######## gc_controller ########
[src/rtl/gc_controller.sv]
// gc_controller: garbage-collection pass sequencer with per-block invalid-page tracking
module gc_controller #(
  parameter int NBLK = 16,
  parameter int PPB = 64,
  parameter int GC_THRESH = PPB / 2,
  localparam int BW = $clog2(NBLK),
  localparam int CW = $clog2(PPB + 1)
) (
  input  logic          CLK,
  input  logic          nRST,
  input  logic          gc_start,
  input  logic          invalid_flag,
  input  logic [BW-1:0] invalid_blk,
  input  logic [BW-1:0] active_blk,
  input  logic          active_request,
  input  logic          move_done_flag,
  input  logic          erase_ack,
  output logic [BW-1:0] erase_blk,
  output logic          move_flag,
  output logic          erase_req,
  output logic          gc_busy,
  output logic          gc_interrupt,
  output logic          request_done,
  output logic          no_victim
);
  typedef enum logic [2:0] {IDLE, SCAN, MOVE, WAIT_MV, PAUSE, ERASE, DONE} state_t;
  state_t state_q, state_d;
  logic [CW-1:0] cnt_q [NBLK];
  logic [CW-1:0] cnt_d [NBLK];
  logic [BW-1:0] idx_q, idx_d, bidx_q, bidx_d, eblk_q, eblk_d, scan_bidx;
  logic [CW-1:0] best_q, best_d, mv_q, mv_d, scan_best, mv_left, mv_dec;
  logic mf_q, mf_d, er_q, er_d, busy_q, busy_d, int_q, int_d, done_q, done_d, nv_q, nv_d;
  logic last, take, hold, found;
  // next-state, counter bookkeeping and registered output values
  always_comb begin
    state_d = state_q;
    idx_d = idx_q;
    best_d = best_q;
    bidx_d = bidx_q;
    eblk_d = eblk_q;
    mv_d = mv_q;
    cnt_d = cnt_q;
    last = idx_q == BW'(NBLK - 1);
    take = idx_q != active_blk && cnt_q[idx_q] > best_q;
    scan_best = take ? cnt_q[idx_q] : best_q;
    scan_bidx = take ? idx_q : bidx_q;
    found = int'(scan_best) >= GC_THRESH;
    mv_left = CW'(PPB) - scan_best;
    mv_dec = mv_q - 1'b1;
    hold = state_q inside {MOVE, WAIT_MV, PAUSE, ERASE, DONE};
    for (int i = 0; i < NBLK; i++)
      if (invalid_flag && invalid_blk == BW'(i) && !(hold && eblk_q == BW'(i)) && cnt_q[i] != CW'(PPB))
        cnt_d[i] = cnt_q[i] + 1'b1;
    case (state_q)
      IDLE: if (gc_start) begin
        state_d = SCAN;
        idx_d = '0;
        best_d = '0;
        bidx_d = '0;
      end
      SCAN: begin
        idx_d = idx_q + 1'b1;
        best_d = scan_best;
        bidx_d = scan_bidx;
        if (last) begin
          state_d = !found ? IDLE : mv_left == '0 ? ERASE : MOVE;
          eblk_d = found ? scan_bidx : eblk_q;
          mv_d = found ? mv_left : mv_q;
        end
      end
      MOVE: state_d = active_request ? PAUSE : WAIT_MV;
      WAIT_MV: if (move_done_flag) begin
        mv_d = mv_dec;
        state_d = mv_dec == '0 ? ERASE : MOVE;
      end
      PAUSE: state_d = active_request ? PAUSE : MOVE;
      ERASE: if (erase_ack) begin
        cnt_d[eblk_q] = '0;
        state_d = DONE;
      end
      default: state_d = IDLE;
    endcase
    mf_d = state_d == WAIT_MV;
    er_d = state_d == ERASE;
    busy_d = state_d != IDLE;
    int_d = state_d == PAUSE;
    done_d = state_d == DONE;
    nv_d = state_q == SCAN && last && !found;
  end
  // state, counters and outputs, cleared asynchronously
  always_ff @(posedge CLK or negedge nRST) begin
    if (!nRST) begin
      state_q <= IDLE;
      cnt_q <= '{default: '0};
      idx_q <= '0;
      best_q <= '0;
      bidx_q <= '0;
      eblk_q <= '0;
      mv_q <= '0;
      mf_q <= 1'b0;
      er_q <= 1'b0;
      busy_q <= 1'b0;
      int_q <= 1'b0;
      done_q <= 1'b0;
      nv_q <= 1'b0;
    end else begin
      state_q <= state_d;
      cnt_q <= cnt_d;
      idx_q <= idx_d;
      best_q <= best_d;
      bidx_q <= bidx_d;
      eblk_q <= eblk_d;
      mv_q <= mv_d;
      mf_q <= mf_d;
      er_q <= er_d;
      busy_q <= busy_d;
      int_q <= int_d;
      done_q <= done_d;
      nv_q <= nv_d;
    end
  end
  assign erase_blk = eblk_q;
  assign move_flag = mf_q;
  assign erase_req = er_q;
  assign gc_busy = busy_q;
  assign gc_interrupt = int_q;
  assign request_done = done_q;
  assign no_victim = nv_q;
endmodule

[config.mk]
export PLATFORM = sky130hd
export DESIGN_NAME = gc_controller
export DESIGN_NICKNAME = d
export VERILOG_FILES = /design/src/rtl/gc_controller.sv
export SDC_FILE = /design/constraint.sdc
export NUM_CORES = 1
export LEC_CHECK = 0
export CAP_MARGIN = 20
export CORE_MARGIN = 2
export CORE_UTILIZATION = 60
export CTS_CLUSTER_SIZE = 12
export DETAILED_ROUTE_END_ITERATION = 12
export PLACE_DENSITY = 0.75
export SETUP_SLACK_MARGIN = 0.02
export SLEW_MARGIN = 40
export SYNTH_ARGS = -nofsm -noshare
export SYNTH_HDL_FRONTEND = slang
export SYNTH_SLANG_ARGS = --single-unit
export TNS_END_PERCENT = 1
[constraint.sdc]
create_clock -name CLK -period 5.86 [get_ports CLK]
set_input_delay 1.172 -clock CLK [delete_from_list [all_inputs] [get_ports CLK]]
set_output_delay 1.172 -clock CLK [all_outputs]
set_load 0.005 [all_outputs]
######## hamming_secded_stream ########
**config.mk**
```make
export PLATFORM = sky130hd
export DESIGN_NAME = hamming_secded_stream
export DESIGN_NICKNAME = d
export VERILOG_FILES = /design/src/rtl/hamming_secded_stream.sv
export SDC_FILE = /design/constraint.sdc
export NUM_CORES = 1
export LEC_CHECK = 0
export CORE_ASPECT_RATIO = 1.4
export CORE_UTILIZATION = 49
export CTS_CLUSTER_DIAMETER = 80
export DETAILED_ROUTE_END_ITERATION = 7
export GPL_ROUTABILITY_DRIVEN = 1
export HOLD_SLACK_MARGIN = 0.1
export PLACE_DENSITY_LB_ADDON = 0.08
export REMOVE_ABC_BUFFERS = 1
export SLEW_MARGIN = 20
export SYNTH_ARGS = -nofsm -noshare
export SYNTH_HDL_FRONTEND = slang
export SYNTH_SLANG_ARGS = --single-unit
```
**constraint.sdc**
```tcl
create_clock -name clk -period 1.8 [get_ports clk]
set_clock_uncertainty 0.05 [all_clocks]
set_input_delay 0.54 -clock clk [delete_from_list [all_inputs] [get_ports clk]]
set_output_delay 0.54 -clock clk [all_outputs]
set_load 0.02 [all_outputs]
```
**src/rtl/hamming_secded_stream.sv**
```systemverilog
// Two-stage valid/ready Hamming SECDED codec: encode or decode per transaction,
// with saturating counters of corrected and uncorrectable decodes.
module hamming_secded_stream #(
    parameter  int DATA_W = 4,
    parameter  int CNT_W  = 8,
    localparam int PAR_W  = (DATA_W <= 4)  ? 3 :
                            (DATA_W <= 11) ? 4 :
                            (DATA_W <= 26) ? 5 :
                            (DATA_W <= 57) ? 6 : 7,
    localparam int CODE_W = DATA_W + PAR_W + 1
) (
    input  logic              clk,
    input  logic              rst_n,
    input  logic              in_valid,
    output logic              in_ready,
    input  logic              in_mode,
    input  logic [CODE_W-1:0] in_word,
    output logic              out_valid,
    input  logic              out_ready,
    output logic              out_mode,
    output logic [CODE_W-1:0] out_word,
    output logic [1:0]        out_err,
    output logic [PAR_W-1:0]  out_syndrome,
    input  logic              cnt_clr,
    output logic [CNT_W-1:0]  cnt_corr,
    output logic [CNT_W-1:0]  cnt_uncorr
);

    localparam logic [1:0] ERR_NONE = 2'b00;
    localparam logic [1:0] ERR_CORR = 2'b01;
    localparam logic [1:0] ERR_UNCR = 2'b10;

    function automatic logic is_pow2(input int p);
        return (p & (p - 1)) == 0;
    endfunction

    function automatic logic [PAR_W-1:0] calc_syndrome(input logic [CODE_W-1:0] c);
        logic [PAR_W-1:0] s;
        s = '0;
        for (int i = 1; i < CODE_W; i++) begin
            if (c[i]) s = s ^ PAR_W'(i);
        end
        return s;
    endfunction

    function automatic logic [CODE_W-1:0] encode(input logic [DATA_W-1:0] d);
        logic [CODE_W-1:0] c;
        logic              par;
        int                j;
        c = '0;
        j = 0;
        for (int i = 1; i < CODE_W; i++) begin
            if (!is_pow2(i)) begin
                c[i] = d[j];
                j++;
            end
        end
        // Parity slots are still zero here, so they do not disturb their own sums.
        for (int k = 0; k < PAR_W; k++) begin
            par = 1'b0;
            for (int i = 1; i < CODE_W; i++) begin
                if (i[k]) par = par ^ c[i];
            end
            c[1 << k] = par;
        end
        c[0] = ^c[CODE_W-1:1];
        return c;
    endfunction

    function automatic logic [DATA_W-1:0] extract(input logic [CODE_W-1:0] c);
        logic [DATA_W-1:0] d;
        int                j;
        d = '0;
        j = 0;
        for (int i = 1; i < CODE_W; i++) begin
            if (!is_pow2(i)) begin
                d[j] = c[i];
                j++;
            end
        end
        return d;
    endfunction

    function automatic logic [CODE_W-1:0] flip_bit(input logic [CODE_W-1:0] c,
                                                   input logic [PAR_W-1:0]  pos);
        logic [CODE_W-1:0] r;
        r = c;
        for (int i = 0; i < CODE_W; i++) begin
            if (int'(pos) == i) r[i] = ~r[i];
        end
        return r;
    endfunction

    function automatic logic [CNT_W-1:0] sat_inc(input logic [CNT_W-1:0] v);
        return (&v) ? v : v + CNT_W'(1);
    endfunction

    logic              vld_p1_q, vld_p1_d;
    logic              mode_p1_q;
    logic [CODE_W-1:0] word_p1_q;
    logic [PAR_W-1:0]  syn_p1_q;
    logic              op_p1_q;

    logic              vld_p2_q, vld_p2_d;
    logic              mode_p2_q;
    logic [CODE_W-1:0] word_p2_q, word_p2_d;
    logic [1:0]        err_p2_q, err_p2_d;
    logic [PAR_W-1:0]  syn_p2_q, syn_p2_d;
    logic [CODE_W-1:0] fixed_p2;

    logic [CNT_W-1:0]  cnt_corr_q, cnt_corr_d;
    logic [CNT_W-1:0]  cnt_uncorr_q, cnt_uncorr_d;

    logic              s1_advance;
    logic              s1_load;
    logic              s2_load;
    logic              out_fire;

    always_comb begin
        s1_advance = !vld_p2_q | out_ready;
        in_ready   = !vld_p1_q | s1_advance;
        s1_load    = in_valid & in_ready;
        s2_load    = vld_p1_q & s1_advance;
        vld_p1_d   = in_ready ? in_valid : vld_p1_q;
        vld_p2_d   = s1_advance ? vld_p1_q : vld_p2_q;
        out_fire   = vld_p2_q & out_ready;
    end

    // Stage 1: capture the transaction with its syndrome and overall parity.
    always_ff @(posedge clk) begin
        if (s1_load) begin
            mode_p1_q <= in_mode;
            word_p1_q <= in_word;
            syn_p1_q  <= calc_syndrome(in_word);
            op_p1_q   <= ^in_word;
        end
    end

    always_comb begin
        fixed_p2  = word_p1_q;
        word_p2_d = '0;
        err_p2_d  = ERR_NONE;
        syn_p2_d  = '0;
        if (!mode_p1_q) begin
            word_p2_d = encode(word_p1_q[DATA_W-1:0]);
        end else begin
            syn_p2_d = syn_p1_q;
            if (op_p1_q) begin
                // Odd parity with an in-range syndrome is a single flip, including code[0].
                if (int'(syn_p1_q) < CODE_W) begin
                    fixed_p2 = flip_bit(word_p1_q, syn_p1_q);
                    err_p2_d = ERR_CORR;
                end else begin
                    err_p2_d = ERR_UNCR;
                end
            end else if (syn_p1_q != '0) begin
                err_p2_d = ERR_UNCR;
            end
            word_p2_d = CODE_W'(extract(fixed_p2));
        end
    end

    always_comb begin
        cnt_corr_d   = cnt_corr_q;
        cnt_uncorr_d = cnt_uncorr_q;
        if (cnt_clr) begin
            cnt_corr_d   = '0;
            cnt_uncorr_d = '0;
        end else if (out_fire && mode_p2_q) begin
            if (err_p2_q == ERR_CORR) cnt_corr_d   = sat_inc(cnt_corr_q);
            if (err_p2_q == ERR_UNCR) cnt_uncorr_d = sat_inc(cnt_uncorr_q);
        end
    end

    // Stage 2: corrected result and status, held while the consumer stalls.
    always_ff @(posedge clk) begin
        if (!rst_n) begin
            vld_p1_q     <= 1'b0;
            vld_p2_q     <= 1'b0;
            mode_p2_q    <= 1'b0;
            word_p2_q    <= '0;
            err_p2_q     <= ERR_NONE;
            syn_p2_q     <= '0;
            cnt_corr_q   <= '0;
            cnt_uncorr_q <= '0;
        end else begin
            vld_p1_q     <= vld_p1_d;
            vld_p2_q     <= vld_p2_d;
            cnt_corr_q   <= cnt_corr_d;
            cnt_uncorr_q <= cnt_uncorr_d;
            if (s2_load) begin
                mode_p2_q <= mode_p1_q;
                word_p2_q <= word_p2_d;
                err_p2_q  <= err_p2_d;
                syn_p2_q  <= syn_p2_d;
            end
        end
    end

    assign out_valid    = vld_p2_q;
    assign out_mode     = mode_p2_q;
    assign out_word     = word_p2_q;
    assign out_err      = err_p2_q;
    assign out_syndrome = syn_p2_q;
    assign cnt_corr     = cnt_corr_q;
    assign cnt_uncorr   = cnt_uncorr_q;

endmodule

```
######## ps2_host_tx ########
File: src/rtl/ps2_pkg.sv
// ps2_pkg: shared PS/2 types, command bytes and helpers for the host transmitter and the keyboard decoder
package ps2_pkg;

    typedef enum logic [2:0] {
        ST_IDLE,
        ST_INHIBIT,
        ST_REQ,
        ST_WAIT_START,
        ST_SEND,
        ST_WAIT_IDLE,
        ST_FIN
    } tx_state_e;

    typedef enum logic [1:0] {
        ERR_NONE     = 2'd0,
        ERR_START_TO = 2'd1,
        ERR_PKT_TO   = 2'd2,
        ERR_NO_ACK   = 2'd3
    } err_code_e;

    localparam logic [7:0] CMD_RESET    = 8'hFF;
    localparam logic [7:0] CMD_ENABLE   = 8'hF4;
    localparam logic [7:0] CMD_SET_LED  = 8'hED;
    localparam logic [7:0] CMD_SCAN_SET = 8'hF0;
    localparam logic [7:0] RSP_ACK      = 8'hFA;

    // PS/2 frames carry odd parity: the parity bit makes the total count of ones odd.
    function automatic logic odd_parity(input logic [7:0] d);
        return ~^d;
    endfunction

endpackage

File: src/rtl/ps2_line_sync.sv
// ps2_line_sync: synchronizes raw PS/2 clock/data pins and flags maskable clock falling edges
//   i_clk, i_rst_n   system clock, async active-low reset
//   i_ps2_clk/dat    raw pin levels
//   i_mask           suppress falling-edge reports (e.g. while we drive the clock ourselves)
//   o_clk_s/o_dat_s  synchronized pin levels
//   o_clk_fall       one-cycle pulse, SYNC_STAGES+1 cycles after the pin falls
module ps2_line_sync #(
    parameter int SYNC_STAGES = 2
) (
    input  logic i_clk,
    input  logic i_rst_n,
    input  logic i_ps2_clk,
    input  logic i_ps2_dat,
    input  logic i_mask,
    output logic o_clk_s,
    output logic o_dat_s,
    output logic o_clk_fall
);

    logic [SYNC_STAGES-1:0] clk_sync_q, clk_sync_d;
    logic [SYNC_STAGES-1:0] dat_sync_q, dat_sync_d;
    logic                   clk_prev_q, clk_prev_d;

    always_comb begin
        clk_sync_d    = clk_sync_q;
        dat_sync_d    = dat_sync_q;
        clk_sync_d[0] = i_ps2_clk;
        dat_sync_d[0] = i_ps2_dat;
        for (int i = 1; i < SYNC_STAGES; i++) begin
            clk_sync_d[i] = clk_sync_q[i-1];
            dat_sync_d[i] = dat_sync_q[i-1];
        end
        clk_prev_d = o_clk_s;
    end

    // Reset to 0 so a line is treated as busy until it has been seen high after reset.
    always_ff @(posedge i_clk or negedge i_rst_n) begin
        if (!i_rst_n) begin
            clk_sync_q <= '0;
            dat_sync_q <= '0;
            clk_prev_q <= 1'b0;
        end else begin
            clk_sync_q <= clk_sync_d;
            dat_sync_q <= dat_sync_d;
            clk_prev_q <= clk_prev_d;
        end
    end

    assign o_clk_s    = clk_sync_q[SYNC_STAGES-1];
    assign o_dat_s    = dat_sync_q[SYNC_STAGES-1];
    assign o_clk_fall = clk_prev_q & ~o_clk_s & ~i_mask;

endmodule

File: src/rtl/ps2_host_tx.sv
// ps2_host_tx: host-to-device PS/2 command transmitter with inhibit, request-to-send, ack check and timeouts
//   i_clk_100k, i_rst_n        system clock (100 kHz), async active-low reset
//   i_valid/i_data/o_ready     command byte handshake, byte sent LSB first
//   i_ps2_clk/i_ps2_dat        raw pin levels
//   o_ps2_clk_oe/o_ps2_dat_oe  1 = pull the line low, 0 = release
//   o_busy                     transaction in progress
//   o_done/o_err_code          end-of-transaction pulse and its result (code held until next o_done)
module ps2_host_tx
    import ps2_pkg::*;
#(
    parameter int INHIBIT_CYC  = 12,
    parameter int START_TO_CYC = 1500,
    parameter int PKT_TO_CYC   = 200,
    parameter int SYNC_STAGES  = 2
) (
    input  logic       i_clk_100k,
    input  logic       i_rst_n,
    input  logic       i_valid,
    input  logic [7:0] i_data,
    output logic       o_ready,
    input  logic       i_ps2_clk,
    input  logic       i_ps2_dat,
    output logic       o_ps2_clk_oe,
    output logic       o_ps2_dat_oe,
    output logic       o_busy,
    output logic       o_done,
    output logic [1:0] o_err_code
);

    localparam int TMR_MAX = (START_TO_CYC > PKT_TO_CYC) ? START_TO_CYC : PKT_TO_CYC;
    localparam int TW      = $clog2(TMR_MAX) + 1;
    localparam int MW      = $clog2(SYNC_STAGES + 2);

    tx_state_e       state_q, state_d;
    logic [TW-1:0]   timer_q, timer_d, timer_inc;
    logic [3:0]      bit_cnt_q, bit_cnt_d;
    logic [9:0]      shift_q, shift_d;
    err_code_e       err_q, err_d;
    logic [MW-1:0]   mask_q, mask_d;
    logic            clk_s, dat_s, clk_fall, dat_oe;

    // The clock is only ever pulled in INHIBIT/REQ; kept apart from the FSM block so the
    // edge mask that depends on it never feeds back into itself.
    assign o_ps2_clk_oe = (state_q == ST_INHIBIT) || (state_q == ST_REQ);
    assign o_ps2_dat_oe = dat_oe;
    assign o_ready      = (state_q == ST_IDLE) && clk_s && dat_s;
    assign o_busy       = state_q != ST_IDLE;
    assign o_done       = state_q == ST_FIN;
    assign o_err_code   = err_q;

    ps2_line_sync #(.SYNC_STAGES(SYNC_STAGES)) u_sync (
        .i_clk      (i_clk_100k),
        .i_rst_n    (i_rst_n),
        .i_ps2_clk  (i_ps2_clk),
        .i_ps2_dat  (i_ps2_dat),
        .i_mask     (o_ps2_clk_oe || (mask_q != '0)),
        .o_clk_s    (clk_s),
        .o_dat_s    (dat_s),
        .o_clk_fall (clk_fall)
    );

    // Our own clock pull and its release ripple through the synchronizer; ignore edges
    // until that has flushed.
    assign mask_d    = o_ps2_clk_oe ? MW'(SYNC_STAGES + 1) : (mask_q != '0) ? mask_q - 1'b1 : mask_q;
    assign timer_inc = (timer_q == '1) ? timer_q : timer_q + 1'b1;

    always_comb begin
        state_d   = state_q;
        timer_d   = timer_inc;
        bit_cnt_d = bit_cnt_q;
        shift_d   = shift_q;
        err_d     = err_q;
        dat_oe    = 1'b0;
        case (state_q)
            ST_IDLE: begin
                timer_d = '0;
                if (i_valid && o_ready) begin
                    state_d   = ST_INHIBIT;
                    shift_d   = {1'b1, odd_parity(i_data), i_data};
                    bit_cnt_d = '0;
                end
            end
            ST_INHIBIT: begin
                if (timer_q == TW'(INHIBIT_CYC - 1)) begin
                    state_d = ST_REQ;
                    timer_d = '0;
                end
            end
            ST_REQ: begin
                dat_oe  = 1'b1;
                state_d = ST_WAIT_START;
                timer_d = '0;
            end
            ST_WAIT_START: begin
                dat_oe = 1'b1;
                if (clk_fall) begin
                    state_d   = ST_SEND;
                    bit_cnt_d = 4'd1;
                    timer_d   = '0;
                end else if (timer_q >= TW'(START_TO_CYC - 1)) begin
                    state_d = ST_FIN;
                    err_d   = ERR_START_TO;
                    dat_oe  = 1'b0;
                end
            end
            ST_SEND: begin
                // shift_q[0] is the bit on the wire; ones are sent by releasing the line.
                dat_oe = ~shift_q[0];
                if (clk_fall) begin
                    if (bit_cnt_q == 4'd10) begin
                        state_d = dat_s ? ST_FIN : ST_WAIT_IDLE;
                        if (dat_s) err_d = ERR_NO_ACK;
                        dat_oe = 1'b0;
                    end else begin
                        bit_cnt_d = bit_cnt_q + 4'd1;
                        shift_d   = {1'b1, shift_q[9:1]};
                    end
                end else if (timer_q >= TW'(PKT_TO_CYC - 1)) begin
                    state_d = ST_FIN;
                    err_d   = ERR_PKT_TO;
                    dat_oe  = 1'b0;
                end
            end
            ST_WAIT_IDLE: begin
                if (clk_s && dat_s) begin
                    state_d = ST_FIN;
                    err_d   = ERR_NONE;
                end else if (timer_q >= TW'(PKT_TO_CYC - 1)) begin
                    state_d = ST_FIN;
                    err_d   = ERR_PKT_TO;
                end
            end
            ST_FIN:  state_d = ST_IDLE;
            default: state_d = ST_IDLE;
        endcase
    end

    always_ff @(posedge i_clk_100k or negedge i_rst_n) begin
        if (!i_rst_n) begin
            state_q   <= ST_IDLE;
            timer_q   <= '0;
            bit_cnt_q <= '0;
            shift_q   <= '1;
            err_q     <= ERR_NONE;
            mask_q    <= '0;
        end else begin
            state_q   <= state_d;
            timer_q   <= timer_d;
            bit_cnt_q <= bit_cnt_d;
            shift_q   <= shift_d;
            err_q     <= err_d;
            mask_q    <= mask_d;
        end
    end

endmodule

File: config.mk
export PLATFORM = sky130hd
export DESIGN_NAME = ps2_host_tx
export DESIGN_NICKNAME = d
export VERILOG_FILES = /design/src/rtl/ps2_pkg.sv /design/src/rtl/ps2_line_sync.sv /design/src/rtl/ps2_host_tx.sv
export SDC_FILE = /design/constraint.sdc
export NUM_CORES = 1
export LEC_CHECK = 0
export CORE_MARGIN = 2
export CORE_UTILIZATION = 42
export DETAILED_ROUTE_END_ITERATION = 6
export GPL_ROUTABILITY_DRIVEN = 0
export PLACE_DENSITY = 0.67
export RECOVER_POWER = 25
export SLEW_MARGIN = 20
export SYNTH_ARGS = -nofsm -noshare
export SYNTH_HDL_FRONTEND = slang
export SYNTH_HIERARCHICAL = 1
export SYNTH_SLANG_ARGS = --single-unit
File: constraint.sdc
create_clock -name i_clk_100k -period 4 [get_ports i_clk_100k]
set_clock_uncertainty 0.2 [all_clocks]
set_input_delay 1.2 -clock i_clk_100k [delete_from_list [all_inputs] [get_ports i_clk_100k]]
set_output_delay 1.2 -clock i_clk_100k [all_outputs]
set_load 0.005 [all_outputs]
ps2_host_tx, clock nets:
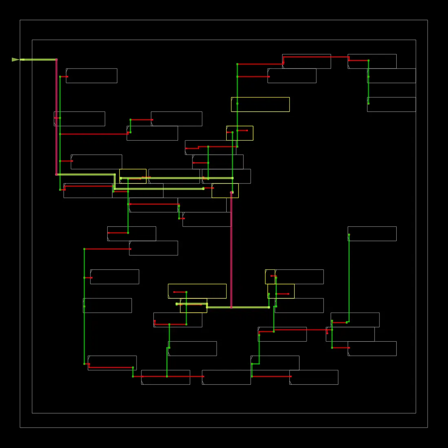
CTS Sinks: 37
layout clock buffer count: 5
Num CTS Buffers: 5
clk pwr: 0.378 mW

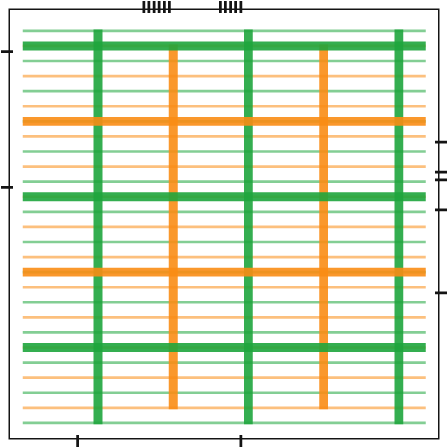
ps2_host_tx: supply network
Pins as bars on the die edge.
green -> VSS
orange -> VDD
met1 rails = 27
signal pins = 20
rows = 26

==> flow_metrics.env, ps2_host_tx <==
# yosys + openroad results
export IMPL_setup_violations_final=0
export IMPL_cap_violations=1
export IMPL_tns_ns=0
export IMPL_p_leak_nw=1.024
export IMPL_ant_nets=0
export IMPL_synthXorXnorAreaFrac_pct=4.669
export IMPL_min_delay_path_class="register to register"
export IMPL_reg_largest_list="timer_q x12, shift_q x9, bit_cnt_q x4"
export IMPL_core_area_sq_um=5140
export IMPL_layout_top_cells="28 x dfrtp_1, 17 x mux2_2, 16 x clkdlybuf4s50_1, 15 x nand2_1"
export IMPL_largest_reg_flops=12
export IMPL_ys_sh_mux_pct=8.505
export IMPL_largest_class="multi-input combinational cells"
export IMPL_syn_instance_count=233
export IMPL_violations="capacitance limit, slew limit"
export IMPL_slew_viol_final=38
export IMPL_insertedDiodeCount=0
export IMPL_antenna_found_initial=0
export IMPL_comb_cells=170
export IMPL_crit_family="AND-OR/OR-AND gates"
export IMPL_yosysTopAreaCell="dfrtp_1"
export IMPL_edf_count=0
export IMPL_clk_pin_slew_ns=0.07
export IMPL_cp_start_kind="register"
export IMPL_status="complete, but fails checks"
export IMPL_grt_met3_usage_pct=3.765
export IMPL_fill_cells=478
export IMPL_vdd_ir_drop_worst_uv=235.9
export IMPL_rsz0062_at_grt="no"
export IMPL_clock_area_share_pct=5.078
export IMPL_place_ws_ns=0.3880
export IMPL_fmax_ghz=0.2611
export IMPL_yosysChipArea_sq_um=2251
export IMPL_avgViaCountPerCell=5.636
export IMPL_switchingPower_mw=0.4537
export IMPL_synth_simple_area_share_pct=22.51
export IMPL_worstMarginPinSlew_ns=1.924
export IMPL_largest_register="timer_q"
export IMPL_sh_seq_area_pct=35.55
export IMPL_slowest_delay_ns=0.49
export IMPL_grt_pass1_wl_um=7748
export IMPL_cts_tree="yes"
export IMPL_post_drt_wl_per_cell_um=14.10
-- ps2_host_tx: power groups by stage --
| stage | Sequential (mW) | Clock, mW | Combinational [mW] |
|---|---|---|---|
| global route | 0.562 | 0.411 | 0.581 |
| floorplan | 0.536 | 0 | 0.388 |
| CTS | 0.547 | 0.389 | 0.524 |
| finish | 0.549 | 0.378 | 0.523 |
| global placement | 0.548 | 0 | 0.517 |
| detailed placement | 0.552 | 0 | 0.521 |
-- ps2_host_tx: timing repair --
| action | CTS | global route |
|---|---|---|
| hold endpoints to repair | 0 | 0 |
| setup endpoints to repair | 0 | 1 |
| gates resized | 0 | 3 |
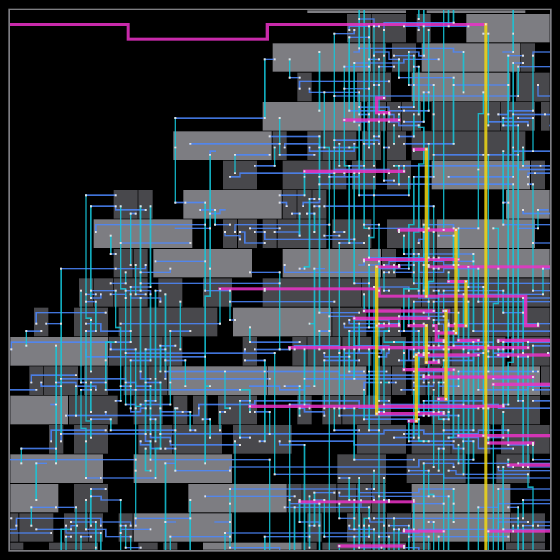
gc_controller: a small window of the routed layout
Window x 7 to 57, y 70 to 120 um. Cells in gray, sequential cells in the stronger gray; small squares are vias.
yellow -> metal 4
blue -> metal 1
cyan -> metal 2
magenta -> metal 3
most frequent = nor2_1 (31), dfrtp_1 (25)
cells with their middle in the window = 150
netlist names of flops here include = `cnt_q` (25)
sequential cells in the window = 25

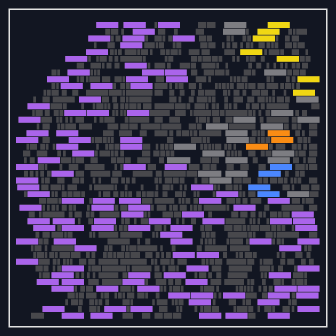
gc_controller: register map, names as in the netlist
orange -> `state_q`  # flops 3
yellow -> `mv_q`  # flops 7, where north-east
blue -> `erase_blk`  # flops 4, where east
purple -> `cnt_q`  # flops 112, where all over the die
fraction of area in registers: 36.24%
fin util: 69.36%
register area: 3681 sq um
sequential power: 1.73 mW

==> flow_metrics.env, gc_controller <==
# yosys + openroad results
export IMPL_ys_sh_adder_pct=5.917
export IMPL_post_route_period_util_pct=80.71
export IMPL_firstDrtPassIters=5
export IMPL_crit_arrival_ns=5.07
export IMPL_drt_total_wl_um=22780
export IMPL_placed_cell_area_sq_um=9502
export IMPL_grt_use_met2_pct=47.41
export IMPL_clockBufferCount=23
export IMPL_r2r_start="idx_q[0]"
export IMPL_finalCriticalPeriod_ns=4.729
export IMPL_die_y_um=127.1
export IMPL_edf_count=0
export IMPL_cts_buffers=17
export IMPL_comb_cell_share_pct=50.65
export IMPL_crit_end="erase_req"
export IMPL_cts_root_buf="clkbuf_16"
export IMPL_synthXorXnorAreaFrac_pct=7.610
export IMPL_top_cell_area_share_pct=40.46
export IMPL_status="finished, final reports clean"
[gc_controller: flip-flops by register name, indices dropped and copies added, names as in the netlist, 3 cells and up]
register and flops:
bidx_q 4, cnt_q 112, erase_blk 4, state_q 3, best_q 7, idx_q 4
mv_q 7
[gc_controller: where the power goes]
| group | internal, mW | switching [mW] | total (mW) |
|---|---|---|---|
| combinational | 0.924 | 1.20 | 2.12 |
| sequential | 1.27 | 0.459 | 1.73 |
| clock | 0.713 | 0.419 | 1.13 |
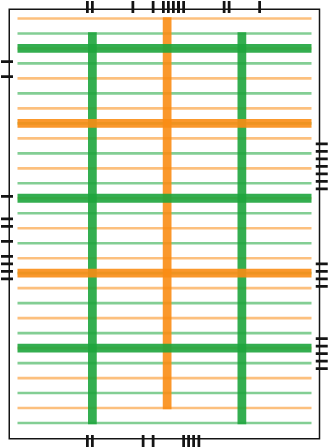
hamming_secded_stream: supply network
Pins as bars on the die edge.
orange -> VDD
green -> VSS
signal pins = 46
rows = 27
met1 rails = 28
met5 straps = 5
met4 straps = 3
Peak VDD IR: 681.3 uV
die width: 56.07 um
Core ar.: 3919 sq um
Die H: 77.70 um

==> flow_metrics.env, hamming_secded_stream <==
# yosys + openroad results
export IMPL_drc=0
export IMPL_clock_area_share_pct=3.294
export IMPL_crit_cells=4
export IMPL_power_mw=1.987
export IMPL_n_tap_cell=43
export IMPL_nNetsFinal=285
export IMPL_crit_family="buffers and inverters"
export IMPL_layout_top_cells="32 x dfxtp_1, 32 x dlygate4sd2_1, 23 x buf_4, 18 x xnor2_1, 17 x nand2_1"
export IMPL_top_power_group="registers"
export IMPL_rsz0062_at_grt="no"
export IMPL_hold_buffers=0
export IMPL_ant_nets=0
export IMPL_power_frac_seq_pct=55.8
export IMPL_place_ws_ns=-0.6002
export IMPL_insertedDiodeCount=0
export IMPL_grt_start_max_net_pins=17
export IMPL_synth_simple_area_share_pct=19.84
export IMPL_combGateArea_sq_um=982.2
export IMPL_slowest_delay_ns=0.25
export IMPL_pwr_share_clk_pct=31.2
export IMPL_grt_remaining_overflow=0
export IMPL_ff2ff_path_depth=5
export IMPL_n_all_inverters=1
export IMPL_flop_area_sq_um=1001
export IMPL_fmax_ghz=0.5750
export IMPL_track_usage_pct=21.04
export IMPL_boundaryPins=46
export IMPL_place_hpwl_um=3349
export IMPL_ys_sh_adder_pct=1.248
export IMPL_synthXorXnorAreaFrac_pct=10.92
export IMPL_cp_slowest_cell="dlygate4sd2_1"
export IMPL_holdWs_ns=0.4153
export IMPL_edf_count=12
export IMPL_combPwrFrac_pct=13.1
export IMPL_dpl_cell_count=303
export IMPL_crit_arrival_ns=1.15
export IMPL_status="finished, final reports clean"
export IMPL_gr_usage_met1_pct=19.81
export IMPL_final_cells=313
export IMPL_ys_sh_mux_pct=1.996
export IMPL_cp_start_kind="input pin"
export IMPL_chipArea_sq_um=4357
[hamming_secded_stream: state kept, by name, summed over array words and instances, names as in the netlist]
| signal | flops |
|---|---|
| cnt_corr | 8 |
| cnt_uncorr | 8 |
| out_word | 8 |
| word_p1_q | 7 |
| out_syndrome | 3 |
| syn_p1_q | 3 |
| out_err | 2 |
| mode_p1_q | 1 |
| op_p1_q | 1 |
| out_mode | 1 |
| out_valid | 1 |
| vld_p1_q | 1 |
[hamming_secded_stream: worst min-delay path: stages (launching register included)]
cell and delay (ns):
dfxtp_1 0.31, nand2_1 0.05, a21boi_0 0.06


## Gallery

Gate-type map.
panel A
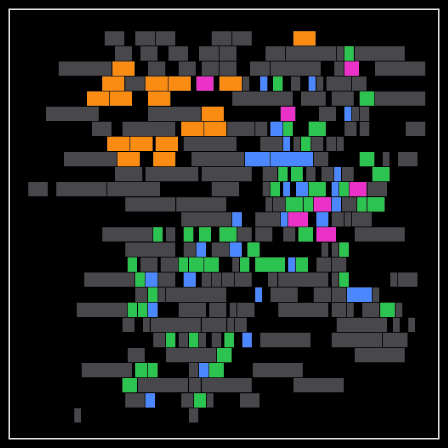
panel B
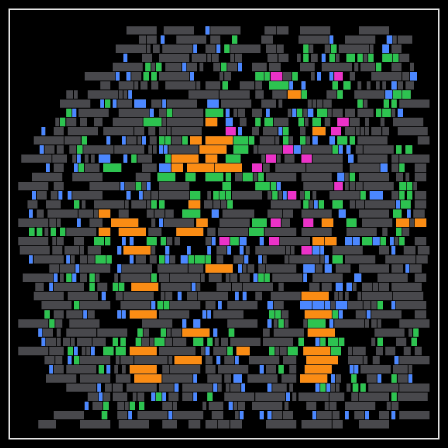
panel C
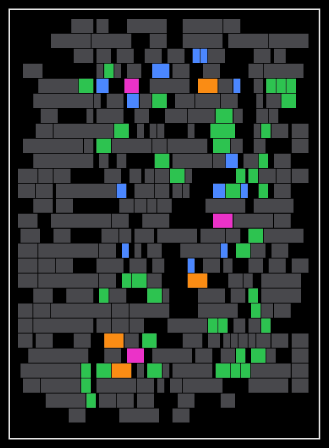
Panel A is ps2_host_tx.
Panel C is hamming_secded_stream.
Panel B is gc_controller.

No activity file was given, so power comes from the tool's default toggle rates.
